==================== stone_placer_flat
Figure 1. Cell outlines without signal wires (stone_placer_flat).
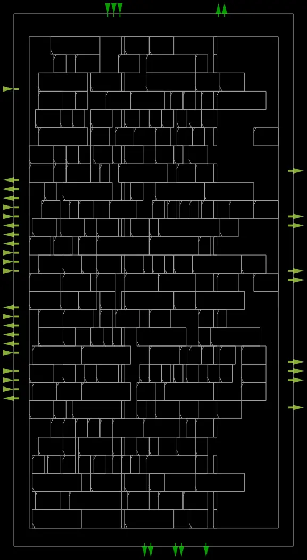

--- src/rtl/go_pkg.sv ---
// go_pkg: shared board cell encodings, response codes and board geometry.
package go_pkg;
  localparam int BOARD_SIDE = 8;
  localparam logic [1:0] CELL_EMPTY = 2'b00;
  localparam logic [1:0] CELL_BLACK = 2'b01;
  localparam logic [1:0] CELL_WHITE = 2'b10;
  localparam logic [1:0] RSP_OK = 2'b00;
  localparam logic [1:0] RSP_OCCUPIED = 2'b01;
  localparam logic [1:0] RSP_BAD_COLOR = 2'b10;
endpackage

--- src/rtl/stone_placer_if.sv ---
// stone_placer_if: move handshake, board RAM port and response pulse.
interface stone_placer_if;
  logic mv_valid;
  logic mv_ready;
  logic [2:0] mv_x;
  logic [2:0] mv_y;
  logic [1:0] mv_color;
  logic [5:0] ram_addr;
  logic ram_we;
  logic [1:0] ram_wdata;
  logic [1:0] ram_rdata;
  logic rsp_valid;
  logic [1:0] rsp_code;
  modport master (
    output mv_valid, mv_x, mv_y, mv_color, ram_rdata,
    input mv_ready, ram_addr, ram_we, ram_wdata, rsp_valid, rsp_code
  );
  modport slave (
    input mv_valid, mv_x, mv_y, mv_color, ram_rdata,
    output mv_ready, ram_addr, ram_we, ram_wdata, rsp_valid, rsp_code
  );
endinterface

--- src/rtl/stone_placer.sv ---
// stone_placer: read-check-write of one board cell per move, with per-colour stone counts.
module stone_placer
  import go_pkg::*;
#(
  parameter int CELLS = 64
) (
  input  logic clk,
  input  logic rst,
  input  logic init_done,
  stone_placer_if.slave bus,
  output logic [6:0] black_cnt,
  output logic [6:0] white_cnt
);
  localparam logic [2:0] IDLE = 3'd0, READ = 3'd1, CHECK = 3'd2, WRITE = 3'd3, RESP = 3'd4;
  localparam logic [6:0] MAX_CNT = 7'(CELLS);
  logic [2:0] state;
  logic [5:0] addr;
  logic [1:0] color;
  logic [1:0] code;
  logic bad;
  assign bad = color != CELL_BLACK && color != CELL_WHITE;
  assign bus.mv_ready = state == IDLE && init_done && !rst;
  assign bus.ram_addr = addr;
  assign bus.ram_we = state == WRITE && init_done;
  assign bus.ram_wdata = state == WRITE ? color : CELL_EMPTY;
  assign bus.rsp_valid = state == RESP && init_done;
  assign bus.rsp_code = code;
  // losing init_done abandons any move in flight; the board is being re-cleared
  always_ff @(posedge clk) begin
    if (rst) begin
      state <= IDLE;
      addr <= '0;
      color <= CELL_EMPTY;
      code <= RSP_OK;
    end else if (!init_done) begin
      state <= IDLE;
    end else begin
      case (state)
        IDLE: if (bus.mv_valid && bus.mv_ready) begin
          addr <= {bus.mv_y, bus.mv_x};
          color <= bus.mv_color;
          state <= READ;
        end
        READ: state <= CHECK;
        CHECK: begin
          code <= bad ? RSP_BAD_COLOR : RSP_OCCUPIED;
          state <= (bad || bus.ram_rdata != CELL_EMPTY) ? RESP : WRITE;
        end
        WRITE: begin
          code <= RSP_OK;
          state <= RESP;
        end
        default: state <= IDLE;
      endcase
    end
  end
  always_ff @(posedge clk) begin
    if (rst || !init_done) begin
      black_cnt <= '0;
      white_cnt <= '0;
    end else if (state == WRITE) begin
      black_cnt <= black_cnt + 7'(color == CELL_BLACK && black_cnt < MAX_CNT);
      white_cnt <= white_cnt + 7'(color == CELL_WHITE && white_cnt < MAX_CNT);
    end
  end
endmodule

--- src/flat_wrapper.sv ---
// flat-port wrapper written by rule: the top's interface ports become plain ports
module stone_placer_flat import go_pkg::*;
#(
  parameter int CELLS = 64
)
  (clk, rst, init_done, black_cnt, white_cnt, bus_mv_valid, bus_mv_x, bus_mv_y, bus_mv_color, bus_ram_rdata, bus_mv_ready, bus_ram_addr, bus_ram_we, bus_ram_wdata, bus_rsp_valid, bus_rsp_code);
  stone_placer_if bus_i ();
  input  logic clk;
  input  logic rst;
  input  logic init_done;
  output logic [6:0] black_cnt;
  output logic [6:0] white_cnt;
  input wire logic [$bits(bus_i.mv_valid)-1:0] bus_mv_valid;
  input wire logic [$bits(bus_i.mv_x)-1:0] bus_mv_x;
  input wire logic [$bits(bus_i.mv_y)-1:0] bus_mv_y;
  input wire logic [$bits(bus_i.mv_color)-1:0] bus_mv_color;
  input wire logic [$bits(bus_i.ram_rdata)-1:0] bus_ram_rdata;
  output wire logic [$bits(bus_i.mv_ready)-1:0] bus_mv_ready;
  output wire logic [$bits(bus_i.ram_addr)-1:0] bus_ram_addr;
  output wire logic [$bits(bus_i.ram_we)-1:0] bus_ram_we;
  output wire logic [$bits(bus_i.ram_wdata)-1:0] bus_ram_wdata;
  output wire logic [$bits(bus_i.rsp_valid)-1:0] bus_rsp_valid;
  output wire logic [$bits(bus_i.rsp_code)-1:0] bus_rsp_code;
  assign bus_i.mv_valid = bus_mv_valid;
  assign bus_i.mv_x = bus_mv_x;
  assign bus_i.mv_y = bus_mv_y;
  assign bus_i.mv_color = bus_mv_color;
  assign bus_i.ram_rdata = bus_ram_rdata;
  assign bus_mv_ready = bus_i.mv_ready;
  assign bus_ram_addr = bus_i.ram_addr;
  assign bus_ram_we = bus_i.ram_we;
  assign bus_ram_wdata = bus_i.ram_wdata;
  assign bus_rsp_valid = bus_i.rsp_valid;
  assign bus_rsp_code = bus_i.rsp_code;
  stone_placer #(.CELLS(CELLS)) u_core (.clk(clk), .rst(rst), .init_done(init_done), .bus(bus_i), .black_cnt(black_cnt), .white_cnt(white_cnt));
endmodule
--- config.mk ---
export PLATFORM = sky130hd
export DESIGN_NAME = stone_placer_flat
export DESIGN_NICKNAME = d
export VERILOG_FILES = /design/src/rtl/go_pkg.sv /design/src/rtl/stone_placer_if.sv /design/src/rtl/stone_placer.sv /design/src/flat_wrapper.sv
export SDC_FILE = /design/constraint.sdc
export NUM_CORES = 1
export LEC_CHECK = 0
export CORE_ASPECT_RATIO = 2
export CORE_MARGIN = 2
export CORE_UTILIZATION = 45
export DETAILED_ROUTE_END_ITERATION = 6
export PLACE_DENSITY_LB_ADDON = 0.3
export SYNTH_ARGS = -nofsm -noshare
export SYNTH_HDL_FRONTEND = slang
export SYNTH_SLANG_ARGS = --single-unit
--- constraint.sdc ---
create_clock -name clk -period 1.9 [get_ports clk]
set_input_delay 0.38 -clock clk [delete_from_list [all_inputs] [get_ports clk]]
set_output_delay 0.38 -clock clk [all_outputs]
set_load 0.02 [all_outputs]
==================== adc_sar_ctrl_flat
**src/rtl/adc_sar_if.sv**
```systemverilog
// Handshake and conversion-result bundle between the SAR ADC sequencer and its user.
// The master drives the request and the comparator; the slave (the sequencer) drives everything else.
interface adc_sar_if;
    logic       sample_req;
    logic       comp_in;
    logic       ch_sel;
    logic       sample_hold;
    logic [6:0] dac_code;
    logic [6:0] m_sense;
    logic [6:0] m_thresh;
    logic       data_valid;
    logic       busy;

    modport master (
        output sample_req,
        output comp_in,
        input  ch_sel,
        input  sample_hold,
        input  dac_code,
        input  m_sense,
        input  m_thresh,
        input  data_valid,
        input  busy
    );

    modport slave (
        input  sample_req,
        input  comp_in,
        output ch_sel,
        output sample_hold,
        output dac_code,
        output m_sense,
        output m_thresh,
        output data_valid,
        output busy
    );
endinterface

```
**src/rtl/adc_sar_ctrl.sv**
```systemverilog
// Two-channel 7-bit successive-approximation ADC sequencer: settles the mux, runs seven bit
// trials per channel, and publishes the moisture and threshold codes together.
module adc_sar_ctrl #(
    parameter int SETTLE_CYCLES = 4,
    parameter int BIT_CYCLES    = 2
) (
    input  logic       clk,
    input  logic       rst,
    adc_sar_if.slave   bus
);

    typedef enum logic [1:0] {
        IDLE   = 2'd0,
        SETTLE = 2'd1,
        TRIAL  = 2'd2,
        DONE   = 2'd3
    } state_t;

    localparam logic [3:0] SETTLE_LAST = 4'(SETTLE_CYCLES - 1);
    localparam logic [3:0] BIT_LAST    = 4'(BIT_CYCLES - 1);

    // One-hot weight of the SAR bit under trial.
    function automatic logic [6:0] bit_mask(input logic [2:0] idx);
        return 7'h01 << idx;
    endfunction

    state_t     state_r, state_s;
    logic [3:0] cnt_r, cnt_s;
    logic [2:0] bit_r, bit_s;
    logic [6:0] acc_r, acc_s;
    logic       ch_sel_r, ch_sel_s;
    logic       sample_hold_r, sample_hold_s;
    logic [6:0] dac_code_r, dac_code_s;
    logic [6:0] m_sense_r, m_sense_s;
    logic [6:0] m_thresh_r, m_thresh_s;
    logic       data_valid_r, data_valid_s;
    logic       busy_r, busy_s;
    logic [6:0] decided_s;

    // Accumulator value once the comparator verdict for the current bit is folded in.
    assign decided_s = bus.comp_in ? (acc_r | bit_mask(bit_r)) : acc_r;

    // State and output registers; reset leaves a "wet" moisture reading so nothing waters.
    always_ff @(posedge clk) begin
        if (rst) begin
            state_r       <= IDLE;
            cnt_r         <= 4'd0;
            bit_r         <= 3'd0;
            acc_r         <= 7'h00;
            ch_sel_r      <= 1'b0;
            sample_hold_r <= 1'b0;
            dac_code_r    <= 7'h00;
            m_sense_r     <= 7'h7F;
            m_thresh_r    <= 7'h00;
            data_valid_r  <= 1'b0;
            busy_r        <= 1'b0;
        end else begin
            state_r       <= state_s;
            cnt_r         <= cnt_s;
            bit_r         <= bit_s;
            acc_r         <= acc_s;
            ch_sel_r      <= ch_sel_s;
            sample_hold_r <= sample_hold_s;
            dac_code_r    <= dac_code_s;
            m_sense_r     <= m_sense_s;
            m_thresh_r    <= m_thresh_s;
            data_valid_r  <= data_valid_s;
            busy_r        <= busy_s;
        end
    end

    // Next-state and next-output decode for the scan sequencer.
    always_comb begin
        state_s       = state_r;
        cnt_s         = cnt_r;
        bit_s         = bit_r;
        acc_s         = acc_r;
        ch_sel_s      = ch_sel_r;
        sample_hold_s = sample_hold_r;
        dac_code_s    = dac_code_r;
        m_sense_s     = m_sense_r;
        m_thresh_s    = m_thresh_r;
        data_valid_s  = 1'b0;
        busy_s        = busy_r;

        case (state_r)
            IDLE: begin
                ch_sel_s   = 1'b0;
                dac_code_s = 7'h00;
                acc_s      = 7'h00;
                cnt_s      = 4'd0;
                if (bus.sample_req) begin
                    state_s       = SETTLE;
                    sample_hold_s = 1'b1;
                    busy_s        = 1'b1;
                end else begin
                    sample_hold_s = 1'b0;
                    busy_s        = 1'b0;
                end
            end

            SETTLE: begin
                if (cnt_r == SETTLE_LAST) begin
                    state_s       = TRIAL;
                    cnt_s         = 4'd0;
                    bit_s         = 3'd6;
                    sample_hold_s = 1'b0;
                    dac_code_s    = acc_r | bit_mask(3'd6);
                end else begin
                    cnt_s = cnt_r + 4'd1;
                end
            end

            TRIAL: begin
                // The comparator is trusted only at the end of the DAC settle window.
                if (cnt_r == BIT_LAST) begin
                    cnt_s = 4'd0;
                    if (bit_r == 3'd0) begin
                        acc_s      = 7'h00;
                        dac_code_s = 7'h00;
                        if (ch_sel_r == 1'b0) begin
                            m_sense_s     = decided_s;
                            ch_sel_s      = 1'b1;
                            sample_hold_s = 1'b1;
                            state_s       = SETTLE;
                        end else begin
                            m_thresh_s    = decided_s;
                            data_valid_s  = 1'b1;
                            sample_hold_s = 1'b0;
                            state_s       = DONE;
                        end
                    end else begin
                        bit_s      = bit_r - 3'd1;
                        acc_s      = decided_s;
                        dac_code_s = decided_s | bit_mask(bit_r - 3'd1);
                    end
                end else begin
                    cnt_s = cnt_r + 4'd1;
                end
            end

            DONE: begin
                state_s       = IDLE;
                busy_s        = 1'b0;
                ch_sel_s      = 1'b0;
                sample_hold_s = 1'b0;
                dac_code_s    = 7'h00;
                acc_s         = 7'h00;
                cnt_s         = 4'd0;
            end

            default: begin
                state_s       = IDLE;
                busy_s        = 1'b0;
                ch_sel_s      = 1'b0;
                sample_hold_s = 1'b0;
                dac_code_s    = 7'h00;
                acc_s         = 7'h00;
                cnt_s         = 4'd0;
            end
        endcase
    end

    assign bus.ch_sel      = ch_sel_r;
    assign bus.sample_hold = sample_hold_r;
    assign bus.dac_code    = dac_code_r;
    assign bus.m_sense     = m_sense_r;
    assign bus.m_thresh    = m_thresh_r;
    assign bus.data_valid  = data_valid_r;
    assign bus.busy        = busy_r;

endmodule

```
**src/flat_wrapper.sv**
```systemverilog
// flat-port wrapper written by rule: the top's interface ports become plain ports
module adc_sar_ctrl_flat 
#(
    parameter int SETTLE_CYCLES = 4,
    parameter int BIT_CYCLES    = 2
)
  (clk, rst, bus_sample_req, bus_comp_in, bus_ch_sel, bus_sample_hold, bus_dac_code, bus_m_sense, bus_m_thresh, bus_data_valid, bus_busy);
  adc_sar_if bus_i ();
  input  logic clk;
  input  logic rst;
  input wire logic [$bits(bus_i.sample_req)-1:0] bus_sample_req;
  input wire logic [$bits(bus_i.comp_in)-1:0] bus_comp_in;
  output wire logic [$bits(bus_i.ch_sel)-1:0] bus_ch_sel;
  output wire logic [$bits(bus_i.sample_hold)-1:0] bus_sample_hold;
  output wire logic [$bits(bus_i.dac_code)-1:0] bus_dac_code;
  output wire logic [$bits(bus_i.m_sense)-1:0] bus_m_sense;
  output wire logic [$bits(bus_i.m_thresh)-1:0] bus_m_thresh;
  output wire logic [$bits(bus_i.data_valid)-1:0] bus_data_valid;
  output wire logic [$bits(bus_i.busy)-1:0] bus_busy;
  assign bus_i.sample_req = bus_sample_req;
  assign bus_i.comp_in = bus_comp_in;
  assign bus_ch_sel = bus_i.ch_sel;
  assign bus_sample_hold = bus_i.sample_hold;
  assign bus_dac_code = bus_i.dac_code;
  assign bus_m_sense = bus_i.m_sense;
  assign bus_m_thresh = bus_i.m_thresh;
  assign bus_data_valid = bus_i.data_valid;
  assign bus_busy = bus_i.busy;
  adc_sar_ctrl #(.SETTLE_CYCLES(SETTLE_CYCLES), .BIT_CYCLES(BIT_CYCLES)) u_core (.clk(clk), .rst(rst), .bus(bus_i));
endmodule
```
**config.mk**
```make
export PLATFORM = sky130hd
export DESIGN_NAME = adc_sar_ctrl_flat
export DESIGN_NICKNAME = d
export VERILOG_FILES = /design/src/rtl/adc_sar_if.sv /design/src/rtl/adc_sar_ctrl.sv /design/src/flat_wrapper.sv
export SDC_FILE = /design/constraint.sdc
export NUM_CORES = 1
export LEC_CHECK = 0
export CAP_MARGIN = 25
export CELL_PAD_IN_SITES_DETAIL_PLACEMENT = 0
export CELL_PAD_IN_SITES_GLOBAL_PLACEMENT = 2
export CORE_ASPECT_RATIO = 0.8
export CORE_MARGIN = 5
export CORE_UTILIZATION = 34
export CTS_BUF_LIST = sky130_fd_sc_hd__clkbuf_4 sky130_fd_sc_hd__clkbuf_8
export DETAILED_ROUTE_END_ITERATION = 16
export GPL_TIMING_DRIVEN = 0
export PLACE_DENSITY = 0.78
export SLEW_MARGIN = 5
export SYNTH_ARGS = -nofsm -noshare
export SYNTH_HDL_FRONTEND = slang
export SYNTH_SLANG_ARGS = --single-unit
```
**constraint.sdc**
```tcl
create_clock -name clk -period 2.2 [get_ports clk]
set_input_delay 0.66 -clock clk [delete_from_list [all_inputs] [get_ports clk]]
set_output_delay 0.66 -clock clk [all_outputs]
set_load 0.1 [all_outputs]
```
==================== cdp_dp_intp_mul_unit
[src/rtl/cdp_dp_intp_mul_unit_pkg.sv]
// Shared CDP datapath definitions: operand/result widths, int16 saturation limits
// and the round-shift-saturate helper reused by the multiplier and output converter.
package cdp_dp_intp_mul_unit_pkg;

    localparam int CDP_INTP_DW = 17;
    localparam int CDP_OUT_DW  = 16;
    localparam int CDP_PROD_W  = 2 * CDP_INTP_DW;
    localparam int CDP_SHIFT_W = 5;

    localparam logic [CDP_OUT_DW-1:0] CDP_SAT_MAX = 16'h7FFF;
    localparam logic [CDP_OUT_DW-1:0] CDP_SAT_MIN = 16'h8000;

    localparam logic signed [CDP_PROD_W:0] CDP_RND_ONE = {{CDP_PROD_W{1'b0}}, 1'b1};

    typedef struct packed {
        logic [CDP_OUT_DW-1:0] pd;
        logic                  sat;
    } cdp_sat_res_t;

    // One joined beat as held in stage 0: product plus the per-beat config.
    typedef struct packed {
        logic [CDP_PROD_W-1:0]  prod;
        logic [CDP_INTP_DW-1:0] dat;
        logic [CDP_SHIFT_W-1:0] shift;
        logic                   bypass;
    } cdp_mul_beat_t;

    function automatic cdp_sat_res_t cdp_round_shift_sat(
        input logic signed [CDP_PROD_W-1:0]  val,
        input logic        [CDP_SHIFT_W-1:0] shift
    );
        logic signed [CDP_PROD_W:0] ext;
        logic signed [CDP_PROD_W:0] r;
        cdp_sat_res_t               res;
        // One extra bit of headroom so the rounding add can never overflow.
        ext = {val[CDP_PROD_W-1], val};
        if (shift == '0) begin
            r = ext;
        end else begin
            r = (ext + (CDP_RND_ONE <<< (shift - 1'b1))) >>> shift;
        end
        // In int16 range only when every bit above the int16 sign bit matches the sign.
        if (r[CDP_PROD_W:CDP_OUT_DW-1] == {(CDP_PROD_W-CDP_OUT_DW+2){r[CDP_PROD_W]}}) begin
            res.pd  = r[CDP_OUT_DW-1:0];
            res.sat = 1'b0;
        end else begin
            res.pd  = r[CDP_PROD_W] ? CDP_SAT_MIN : CDP_SAT_MAX;
            res.sat = 1'b1;
        end
        return res;
    endfunction

endpackage

[src/rtl/cdp_dp_join2.sv]
// Two-input valid/ready join: a beat passes only when both sides are valid, and
// each side's ready never depends on its own valid.
module cdp_dp_join2 (
    input  logic a_vld,
    input  logic b_vld,
    input  logic out_rdy,
    output logic a_rdy,
    output logic b_rdy,
    output logic out_vld
);

    assign out_vld = a_vld & b_vld;
    assign a_rdy   = b_vld & out_rdy;
    assign b_rdy   = a_vld & out_rdy;

endmodule

[src/rtl/cdp_dp_intp_mul_unit.sv]
// CDP interpolation multiplier: joins data with its LRN coefficient, multiplies,
// round-shifts and saturates to int16 over a two-register valid/ready pipeline.
module cdp_dp_intp_mul_unit
    import cdp_dp_intp_mul_unit_pkg::*;
#(
    parameter int DW = CDP_INTP_DW,
    parameter int OW = CDP_OUT_DW,
    parameter int CW = 32
) (
    input  logic                   nvdla_core_clk,
    input  logic                   nvdla_core_rstn,
    input  logic [DW-1:0]          dat_in_pd,
    input  logic                   dat_in_vld,
    output logic                   dat_in_rdy,
    input  logic [DW-1:0]          intp_in_pd,
    input  logic                   intp_in_vld,
    output logic                   intp_in_rdy,
    input  logic [CDP_SHIFT_W-1:0] cfg_mul_shift,
    input  logic                   cfg_mul_bypass,
    input  logic                   cnt_clr,
    output logic [OW-1:0]          mul_out_pd,
    output logic                   mul_out_vld,
    input  logic                   mul_out_rdy,
    output logic [CW-1:0]          sat_cnt
);

    logic                          join_vld;
    logic                          in_load;
    logic                          s0_vld;
    logic                          s0_rdy;
    logic                          s1_rdy;
    logic                          out_load;
    logic signed [DW-1:0]          dat_s;
    logic signed [DW-1:0]          intp_s;
    logic signed [CDP_PROD_W-1:0]  prod;
    cdp_mul_beat_t                 s0_q;
    logic signed [CDP_PROD_W-1:0]  s1_val;
    logic        [CDP_SHIFT_W-1:0] s1_shift;
    cdp_sat_res_t                  s1_res;
    logic                          sat_load;

    cdp_dp_join2 u_join (
        .a_vld   (dat_in_vld),
        .b_vld   (intp_in_vld),
        .out_rdy (s0_rdy),
        .a_rdy   (dat_in_rdy),
        .b_rdy   (intp_in_rdy),
        .out_vld (join_vld)
    );

    assign s1_rdy   = ~mul_out_vld | mul_out_rdy;
    assign s0_rdy   = ~s0_vld | s1_rdy;
    assign in_load  = join_vld & s0_rdy;
    assign out_load = s0_vld & s1_rdy;

    assign dat_s  = dat_in_pd;
    assign intp_s = intp_in_pd;
    assign prod   = CDP_PROD_W'(dat_s) * CDP_PROD_W'(intp_s);

    // NOTE: sequential state uses non-blocking assignments so every register samples pre-edge values.
    always_ff @(posedge nvdla_core_clk or negedge nvdla_core_rstn) begin
        if (!nvdla_core_rstn) begin
            s0_vld <= 1'b0;
            s0_q   <= '0;
        end else begin
            if (in_load) begin
                s0_vld      <= 1'b1;
                s0_q.prod   <= prod;
                s0_q.dat    <= dat_in_pd;
                s0_q.shift  <= cfg_mul_shift;
                s0_q.bypass <= cfg_mul_bypass;
            end else if (s1_rdy) begin
                s0_vld <= 1'b0;
            end
        end
    end

    // NOTE: every output of this block gets a default first so no latch is inferred.
    always_comb begin
        s1_val   = $signed(s0_q.prod);
        s1_shift = s0_q.shift;
        if (s0_q.bypass) begin
            s1_val   = CDP_PROD_W'($signed(s0_q.dat));
            s1_shift = '0;
        end
        s1_res = cdp_round_shift_sat(s1_val, s1_shift);
    end

    assign sat_load = out_load & s1_res.sat;

    always_ff @(posedge nvdla_core_clk or negedge nvdla_core_rstn) begin
        if (!nvdla_core_rstn) begin
            mul_out_vld <= 1'b0;
            mul_out_pd  <= '0;
        end else begin
            if (out_load) begin
                mul_out_vld <= 1'b1;
                mul_out_pd  <= s1_res.pd;
            end else if (mul_out_rdy) begin
                mul_out_vld <= 1'b0;
            end
        end
    end

    // Clear wins over increment, but a saturated load in the clear cycle still counts.
    always_ff @(posedge nvdla_core_clk or negedge nvdla_core_rstn) begin
        if (!nvdla_core_rstn) begin
            sat_cnt <= '0;
        end else if (cnt_clr) begin
            sat_cnt <= sat_load ? CW'(1) : '0;
        end else if (sat_load && (sat_cnt != {CW{1'b1}})) begin
            sat_cnt <= sat_cnt + CW'(1);
        end
    end

endmodule

[config.mk]
export PLATFORM = sky130hd
export DESIGN_NAME = cdp_dp_intp_mul_unit
export DESIGN_NICKNAME = d
export VERILOG_FILES = /design/src/rtl/cdp_dp_intp_mul_unit_pkg.sv /design/src/rtl/cdp_dp_join2.sv /design/src/rtl/cdp_dp_intp_mul_unit.sv
export SDC_FILE = /design/constraint.sdc
export NUM_CORES = 1
export LEC_CHECK = 0
export CORE_MARGIN = 10
export CORE_UTILIZATION = 50
export DETAILED_ROUTE_END_ITERATION = 8
export PLACE_DENSITY = 0.78
export SLEW_MARGIN = 40
export SYNTH_ARGS = -nofsm -noshare
export SYNTH_HDL_FRONTEND = slang
export SYNTH_SLANG_ARGS = --single-unit
[constraint.sdc]
create_clock -name nvdla_core_clk -period 8.4 [get_ports nvdla_core_clk]
set_clock_uncertainty 0.15 [all_clocks]
set_input_delay 0.84 -clock nvdla_core_clk [delete_from_list [all_inputs] [get_ports nvdla_core_clk]]
set_output_delay 0.84 -clock nvdla_core_clk [all_outputs]
set_load 0.03 [all_outputs]
==================== div_arbiter
### config.mk
export PLATFORM = sky130hd
export DESIGN_NAME = div_arbiter
export DESIGN_NICKNAME = d
export VERILOG_FILES = /design/src/rtl/div_arbiter.sv
export SDC_FILE = /design/constraint.sdc
export NUM_CORES = 1
export LEC_CHECK = 0
export ABC_AREA = 1
export CAP_MARGIN = 25
export CORE_AREA = 2 2 158 160
export DETAILED_ROUTE_END_ITERATION = 10
export DIE_AREA = 0 0 160 162
export PLACE_DENSITY = 0.77
export SETUP_SLACK_MARGIN = 0.3
export SLEW_MARGIN = 10
export SYNTH_ARGS = -nofsm -noshare
export SYNTH_HDL_FRONTEND = slang
export SYNTH_SLANG_ARGS = --single-unit
### constraint.sdc
create_clock -name clock -period 10.7 [get_ports clock]
set_input_delay 2.675 -clock clock [delete_from_list [all_inputs] [get_ports clock]]
set_output_delay 2.675 -clock clock [all_outputs]
set_load 0.03 [all_outputs]
### src/rtl/div_arbiter.sv
// Shares one fixed-latency pipelined divider between two lanes, issuing round-robin with a tag pipeline.
// Latency: request accept to rsp_valid is LATENCY+1 cycles; one issue per cycle at most.
// Backpressure: each lane holds one result until rsp_ready; a lane with an op in flight or buffered is not granted.
module div_arbiter #(
    parameter int WIDTH   = 32,
    parameter int LATENCY = 2
) (
    input  logic             clock,
    input  logic             reset,
    input  logic             flush,
    input  logic [1:0]       req_valid,
    input  logic [1:0]       req_signed,
    input  logic [WIDTH-1:0] req_numer0,
    input  logic [WIDTH-1:0] req_numer1,
    input  logic [WIDTH-1:0] req_denom0,
    input  logic [WIDTH-1:0] req_denom1,
    output logic [1:0]       req_ready,
    output logic             div_start,
    output logic             div_signed,
    output logic [WIDTH-1:0] div_numer,
    output logic [WIDTH-1:0] div_denom,
    input  logic [WIDTH-1:0] div_quotient,
    input  logic [WIDTH-1:0] div_remainder,
    output logic [1:0]       rsp_valid,
    input  logic [1:0]       rsp_ready,
    output logic [WIDTH-1:0] rsp_quotient0,
    output logic [WIDTH-1:0] rsp_quotient1,
    output logic [WIDTH-1:0] rsp_remainder0,
    output logic [WIDTH-1:0] rsp_remainder1,
    output logic [1:0]       rsp_by_zero
);

    // One entry per in-flight divide; numer is kept so a divide-by-zero can return it as the remainder.
    typedef struct packed {
        logic             vld;
        logic             lane;
        logic             by_zero;
        logic [WIDTH-1:0] numer;
    } tag_t;

    tag_t             tag_pipe [LATENCY];
    tag_t             issue_tag;
    tag_t             done_tag;
    logic             last_grant;
    logic [1:0]       busy;
    logic [1:0]       elig;
    logic [1:0]       grant;
    logic [WIDTH-1:0] cmp_quotient;
    logic [WIDTH-1:0] cmp_remainder;

    // A lane is busy while its op is anywhere in the tag pipeline or its result slot is occupied.
    always_comb begin
        busy = rsp_valid;
        for (int s = 0; s < LATENCY; s++) begin
            if (tag_pipe[s].vld) begin
                busy[tag_pipe[s].lane] = 1'b1;
            end
        end
    end

    // Round-robin grant: on a tie the lane that did not win last time goes first.
    always_comb begin
        elig      = req_valid & ~busy & {2{~flush}};
        grant[0]  = elig[0] && (!elig[1] || last_grant);
        grant[1]  = elig[1] && (!elig[0] || !last_grant);
        req_ready = grant;
        div_start = |grant;
        // Lane 0 operands are presented whenever lane 1 is not granted, including idle cycles.
        div_signed = grant[1] ? req_signed[1] : req_signed[0];
        div_numer  = grant[1] ? req_numer1    : req_numer0;
        div_denom  = grant[1] ? req_denom1    : req_denom0;
    end

    // Build the tag for this cycle's issue and pick out the completing tag with its final result.
    always_comb begin
        issue_tag.vld     = div_start;
        issue_tag.lane    = grant[1];
        issue_tag.by_zero = (div_denom == '0);
        issue_tag.numer   = div_numer;
        done_tag          = tag_pipe[LATENCY-1];
        // Divide-by-zero never trusts the divider: all-ones quotient, numerator as remainder.
        cmp_quotient      = done_tag.by_zero ? '1             : div_quotient;
        cmp_remainder     = done_tag.by_zero ? done_tag.numer : div_remainder;
    end

    // Remember which lane won the last issue; flush and idle cycles leave it unchanged.
    always_ff @(posedge clock or posedge reset) begin
        if (reset) begin
            last_grant <= 1'b1;
        end else if (div_start) begin
            last_grant <= grant[1];
        end
    end

    // Tag shift register mirroring the divider pipeline; flush drops every in-flight op.
    always_ff @(posedge clock or posedge reset) begin
        if (reset) begin
            for (int s = 0; s < LATENCY; s++) begin
                tag_pipe[s] <= '0;
            end
        end else if (flush) begin
            for (int s = 0; s < LATENCY; s++) begin
                tag_pipe[s] <= '0;
            end
        end else begin
            tag_pipe[0] <= issue_tag;
            for (int s = 1; s < LATENCY; s++) begin
                tag_pipe[s] <= tag_pipe[s-1];
            end
        end
    end

    // Per-lane result slots: capture on completion, release on handshake, drop on flush.
    always_ff @(posedge clock or posedge reset) begin
        if (reset) begin
            rsp_valid      <= 2'b00;
            rsp_by_zero    <= 2'b00;
            rsp_quotient0  <= '0;
            rsp_quotient1  <= '0;
            rsp_remainder0 <= '0;
            rsp_remainder1 <= '0;
        end else if (flush) begin
            rsp_valid <= 2'b00;
        end else begin
            // Completion and pop on the same lane cannot coincide since a busy lane never issues.
            rsp_valid <= rsp_valid & ~rsp_ready;
            if (done_tag.vld && !done_tag.lane) begin
                rsp_valid[0]   <= 1'b1;
                rsp_by_zero[0] <= done_tag.by_zero;
                rsp_quotient0  <= cmp_quotient;
                rsp_remainder0 <= cmp_remainder;
            end
            if (done_tag.vld && done_tag.lane) begin
                rsp_valid[1]   <= 1'b1;
                rsp_by_zero[1] <= done_tag.by_zero;
                rsp_quotient1  <= cmp_quotient;
                rsp_remainder1 <= cmp_remainder;
            end
        end
    end

endmodule

Figure 2. Layout detail (cdp_dp_intp_mul_unit).
The bar under the picture is 10 um long. Window x 101 to 126, y 55 to 80 um. Cells in gray, sequential cells in the stronger gray; small squares are vias.
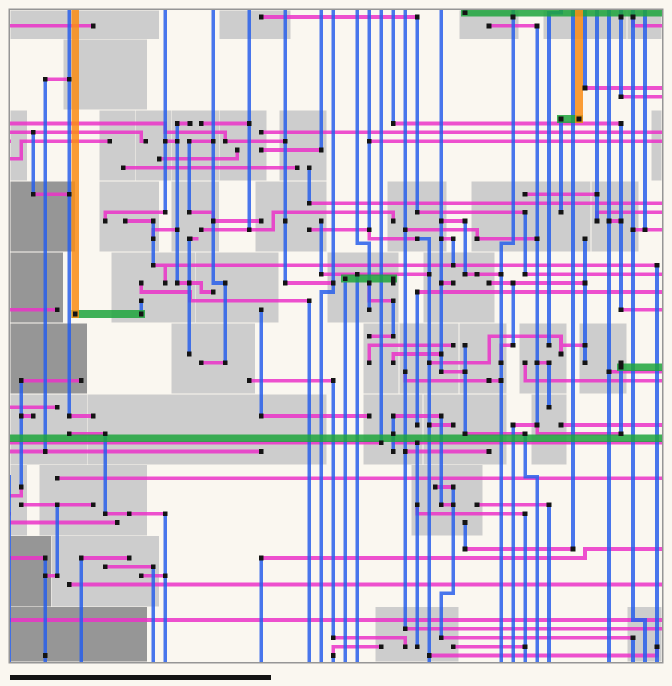
| color | layer |
|---|---|
| green | metal 3 |
| orange | metal 4 |
| blue | metal 2 |
| magenta | metal 1 |
most frequent: a21oi_1 (4), mux2_2 (3), xnor2_1 (3)
sequential cells in the window: 1
netlist names of flops here include: s0_q (1)
cells with their middle in the window: 32

==> Slide: Implementation Results, cdp_dp_intp_mul_unit <==
Flow Results at a Glance

Power and ir drop
  • Total Power: 10.43 mW
  • Comb pwr: approximately 9.2 mW

Outcome
  • Outcome: completed

Layout
  • Final core utilization: 0.5550
  • Final Cell Area: between 20000 and 25000 um2
  • Layout filler cell count: 3833
  • Inverters: about 340

Place
  • HPWL reported at the end of detailed placement: roughly 56000 um
  • Post-placement worst setup slack: roughly 0.29 ns

Clocking
  • Clock Tree Buf Depth: 2
  • Clk sink count: roughly 110
  • Post-CTS Repair Setup Buffers: 0

Hold path
  • Hold EP: s0_q[38]
  • Worst Hold Depth: 2

Critical path
  • Cell breakdown of the critical path: clkdlybuf4s50_1 > nand2_1 > fa_1 > inv_1 > fa_1 > fa_1 > fa_1 > inv_1 > fa_1 > inv_1 > fa_1 > ha_1 > or2_2 > a21oi_1 > a21oi_1 > a211oi_1 > o31ai_1 > o211ai_1 > a41oi_1 > o21ai_0 > nand2_1 > a31oi_1 > xnor2_1 > o21ai_0
  • Crit Path Max Fanout: 17
  • Crit path DRT: 8.48 ns

Final timing
  • Hold slack: approximately 0.34 ns

Floorplan
  • Tapcells: 539

Synthesis
  • Ys flops: around 110
  • Main logic family after synthesis: adder cells
  • Count of unique library cells instantiated by Yosys: ~97
[cdp_dp_intp_mul_unit: metal layers]
metal | global-route usage | wire length, um
met4 | 0.1127 | 2858
met1 | 0.3590 | 28950
met5 | 0 | 0
met3 | 0.02945 | 4340
met2 | 0.4564 | 33000
[cdp_dp_intp_mul_unit: state kept, by name (all words and copies together), names as in the netlist]
signal	flops
s0_q	57
sat_cnt	32
mul_out_pd	16
mul_out_vld	1
s0_vld	1
[cdp_dp_intp_mul_unit: worst min-delay path, stage by stage, from the launching register on]
cell	delay, ns
dfrtp_1	0.35
nand2_1	0.05
o21ai_0	0.06
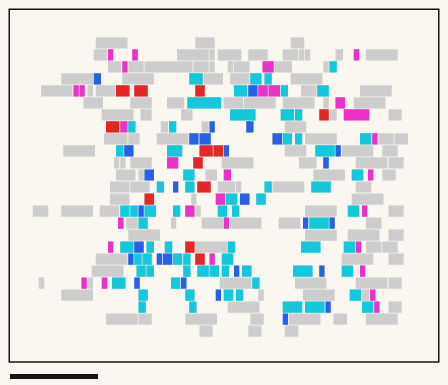
Figure 3: adc_sar_ctrl_flat, gate families picked out.
The bar under the picture is 20 um long.
| color | family | cells | most used |
|---|---|---|---|
| blue | nand cells | 28 | nand2_1 |
| magenta | nor cells | 29 | nor2_1 |
| cyan | aoi and oai cells | 69 | a21oi_1 |
| red | and/or cells | 12 | and3_1 |
Comb/total area: 0.4443
Non-Filler Instances: 343
most frequent logic cell in the layout: dfxtp_1

Figure 4. Clock network drawn from the DEF (adc_sar_ctrl_flat).
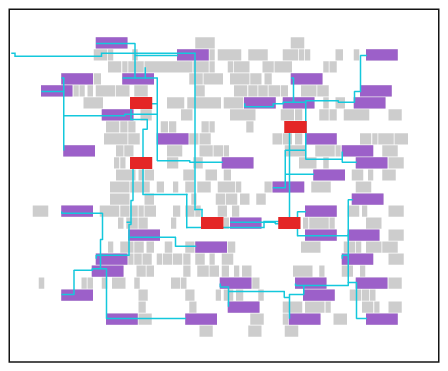
[red] clock drivers | count: 5
[cyan] clock wires | length: 622 um
[purple] flip-flops | count: 41
routed clock nets: 6
flops lie: all over the die

==> Slide: Implementation Results, adc_sar_ctrl_flat <==
Flow Results at a Glance

Outcome
  • Outcome: completed

Clocking
  • Post-CTS Repair Setup Buffers: 0
  • Clk ins delay skew pair: about 0.30 ns
  • Clk sink count: 41

Final timing
  • Worst-Margin Slew: approximately 0.96 ns

Layout
  • Final sequential cell count: around 41
  • Register area: between 800 and 900 um2
  • Seq/total area: 0.3232
  • Final Cell Area: 2540 um2
  • Most common logic cells in the final layout: dfxtp_1, nor2_1, nand2_1

Critical path
  • Worst Path Arrival: 1.50 ns
  • Cell depth of the worst flop-to-flop path: 8
  • Reg2Reg Setup Slack: ~0.21 ns
  • Crit Path Max Fanout: 2

Power and ir drop
  • Combinational power share: 0.526
  • Top pwr grp: combinational logic
  • Comb pwr: 1.79 mW

Synthesis
  • Avg Inst Size Synth: around 9 um2
  • Synth warn: 0
  • Yosys Instances: roughly 230
  • Syn_nets: between 200 and 250
  • Cell taking the most area after synthesis: dfxtp_1
  • Basic Gates by Area: 0.1773

Hold path
  • Hold Path Class: flop to flop
  • Worst Hold Depth: 2

Global route
  • Met2 Resource Use GR: 0.2045
  • Number of global-route vias before repair: between 1.5k and 2k

Floorplan
  • Die Height: approximately 80 um

Route
  • First-pass iteration count of the detailed router: 4
## adc_sar_ctrl_flat: sequential cells by signal, indices dropped and copies added, names as in the netlist
signal	flops
u_core.bus.m_sense	7
u_core.bus.busy	1
u_core.acc_r	7
u_core.bus.m_thresh	7
u_core.state_r	2
u_core.bus.dac_code	7
u_core.bit_r	3
u_core.bus.ch_sel	1
u_core.bus.sample_hold	1
u_core.cnt_r	4
u_core.bus.data_valid	1
## adc_sar_ctrl_flat: worst min-delay path, cell delays in order, from the launching register on
cell	delay, ns
dfxtp_1	0.33
nand2_1	0.06
o211ai_2	0.06
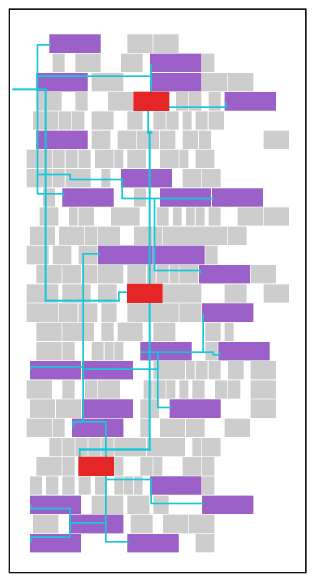
Figure 5: stone_placer_flat, clock network drawn from the DEF.
[red] clock drivers | count: 3
[purple] flip-flops | count: 27
[cyan] clock wires | length: 353 um
routed clock nets: 4

About Figure 1:
layout filler cell count: 235
Non-Filler Instances: 228
Cell Rows: 27
Tapcells: 29
final sequential cell count: 27

==> Slide: Implementation Results, stone_placer_flat <==
Flow Results at a Glance

Outcome
  • Outcome: completed

Synthesis
  • Sequential area share after synthesis: 0.4206
  • Most used DFF post-synth: dfxtp_1
  • Syn_nets: between 150 and 200
  • Synthesized cell area: 1285 um2
  • Fraction of registers with async set/reset: 0
  • Top cell area share: 0.4206

Layout
  • Largest class: multi-input combinational cells
  • Final Cell Area: ~1800 um2

Power and ir drop
  • Leakage: a little under 0.7 nW
  • Power Density: around 560 nW/um2

Floorplan
  • Core ar.: roughly 2700 um2
  • Die Span X: approximately 42 um
  • Fp_density: 0.4696

Global route
  • Largest net degree at the start of global routing: 19
  • Met3 Usage GRT: 0.03620

Critical path
  • Crit-path slowest cell: dfxtp_1
  • Top delay family on crit path: buffers and inverters
  • Crit Path Max Fanout: 7
  • Start of the worst register-to-register path: u_core.color[0]
  • Cell breakdown of the critical path: buf_4 > and3b_1 > and2_1 > dlygate4sd2_1
  • Crit-path max cell delay: ~0.36 ns

Place
  • GPL Wtd Cong: between 0.7 and 0.8

Route
  • Metal2 WL: about 1800 um
  • WL met3: 166 um

Final timing
  • Rel. slew slack: 0.7489

Clocking
  • Clock Pin Slew Worst Setup and Hold Paths: ~0.1 ns
  • Hold buffer count at cts: 0
[stone_placer_flat: timing repair]
| item | in CTS | in global routing |
|---|---|---|
| resized | 14 | 8 |
| buffers inserted | 0 | 1 |
| gates cloned | 0 | 0 |
| setup endpoints to repair | 6 | 4 |
| pin swaps | 0 | 2 |
[stone_placer_flat: power breakdown]
group,internal (mW),switching [mW]
Clock,0.148,0.191
Sequential,0.573,0.00583
Combinational,0.0589,0.0518
[stone_placer_flat: worst min-delay path, cell delays in order (launching register included)]
cell	delay (ns)
dfxtp_1	0.32
nand2_1	0.05
a21oi_1	0.06
Figure 6. Layout detail (div_arbiter).
The bar under the picture is 10 um long. Window x 68 to 93, y 36 to 61 um. Cells in gray, sequential cells in the stronger gray; small squares are vias.
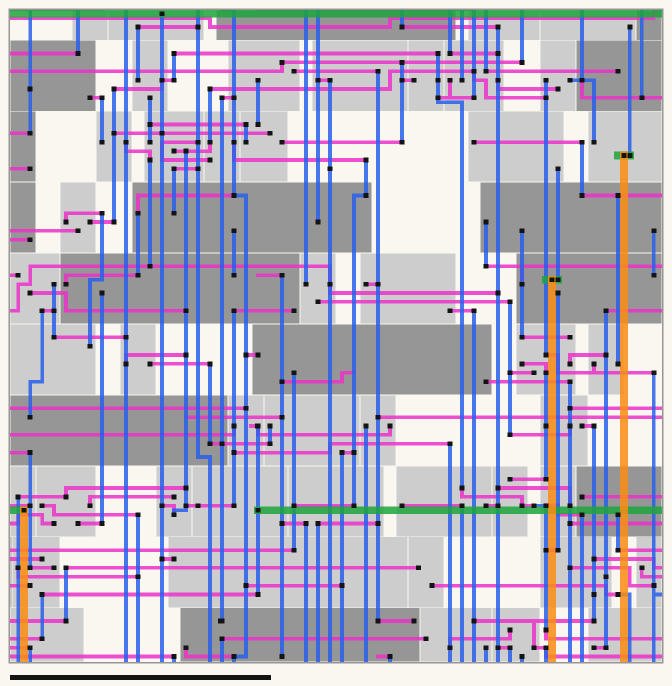
| color | layer |
|---|---|
| magenta | metal 1 |
| orange | metal 4 |
| blue | metal 2 |
| green | metal 3 |
sequential cells in the window: 7
cells with their middle in the window: 47
most frequent: clkdlybuf4s50_1 (11)
netlist names of flops here include: rsp_remainder1 (4), rsp_remainder0 (2)

==> Slide: Implementation Results, div_arbiter <==
Flow Results at a Glance

Power and ir drop
  • Net switching power: around 1.1 mW
  • Leakage: around 6.5 nW

Route
  • Total routed wirelength: 31620 um
  • Drt via density: 4.797

Global route
  • Met2 Resource Use GR: 0.4313
  • First-pass GRT wire length: roughly 49000 um

Synthesis
  • Main logic family after synthesis: simple AND/OR/NAND/NOR gates
  • Most frequent cell after synthesis: nand2_1
  • Synth warn: 0
  • Sequential area share after synthesis: 0.5648

Clocking
  • Post-cts resize count: 0
  • Post-CTS Repair Setup Buffers: 0

Layout
  • Most frequent logic cell in the layout: clkdlybuf4s50_1
  • Inverters: approximately 120

Critical path
  • Crit-path max cell delay: 0.67 ns
  • Worst Path Arrival: around 5.7 ns
  • CP endpoint kind: primary output

Floorplan
  • Tapcells: 324

Final timing
  • Fmax: 0.1190 GHz

Place
  • I/O Buffers: ~400
  • HPWL reported at the end of detailed placement: between 20000 and 25000 um

Outcome
  • Outcome: completed
==> div_arbiter: through the flow <==
step	hold WS (ns)	total power [mW]	util	instance area (um2)	std cells
2_1_floorplan	0.4340	1.687	-	8996	1073
3_3_place_gp	0.4376	2.233	0.5484	13220	1747
3_5_place_dp	0.4426	2.255	0.5484	13220	1747
4_1_cts	0.4567	3.014	0.5776	13920	1782
5_1_grt	0.4748	3.127	0.5778	13930	1784
6_report	0.4538	2.987	0.5779	13930	1785


==> layout pictures side by side <==
Gate families picked out.
panel A
The bar under the picture is 50 um long.
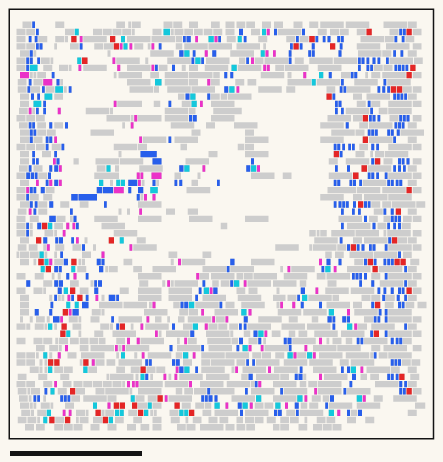
panel B
The bar under the picture is 10 um long.
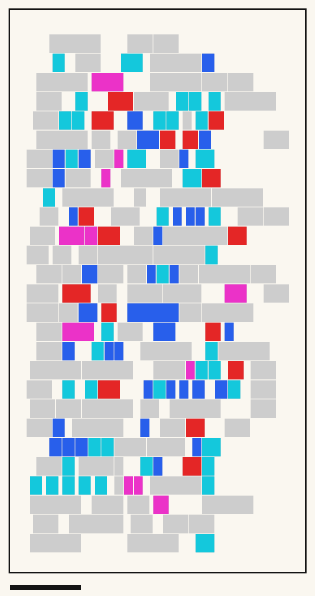
panel C
The bar under the picture is 50 um long.
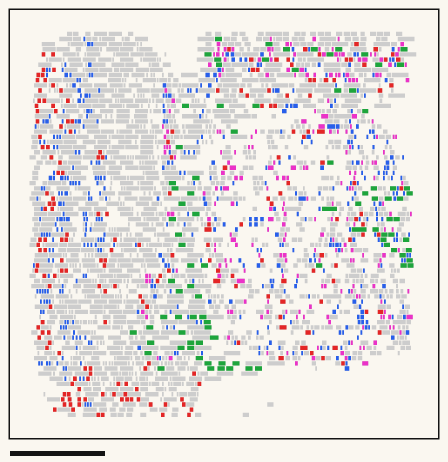
- panel B = stone_placer_flat
- panel C = cdp_dp_intp_mul_unit
- panel A = div_arbiter
Of these, fewest cells: panel B
Of these, smallest die: panel B

Key to panel B:
| color | family | cells | most used |
|---|---|---|---|
| magenta | nor cells | 11 | nor2_1 |
| blue | nand cells | 35 | nand2_1 |
| cyan | aoi and oai cells | 42 | a21oi_1 |
| red | and/or cells | 16 | or3_1 |

Power figures rest on the tool's default switching activity, not on a simulated workload.
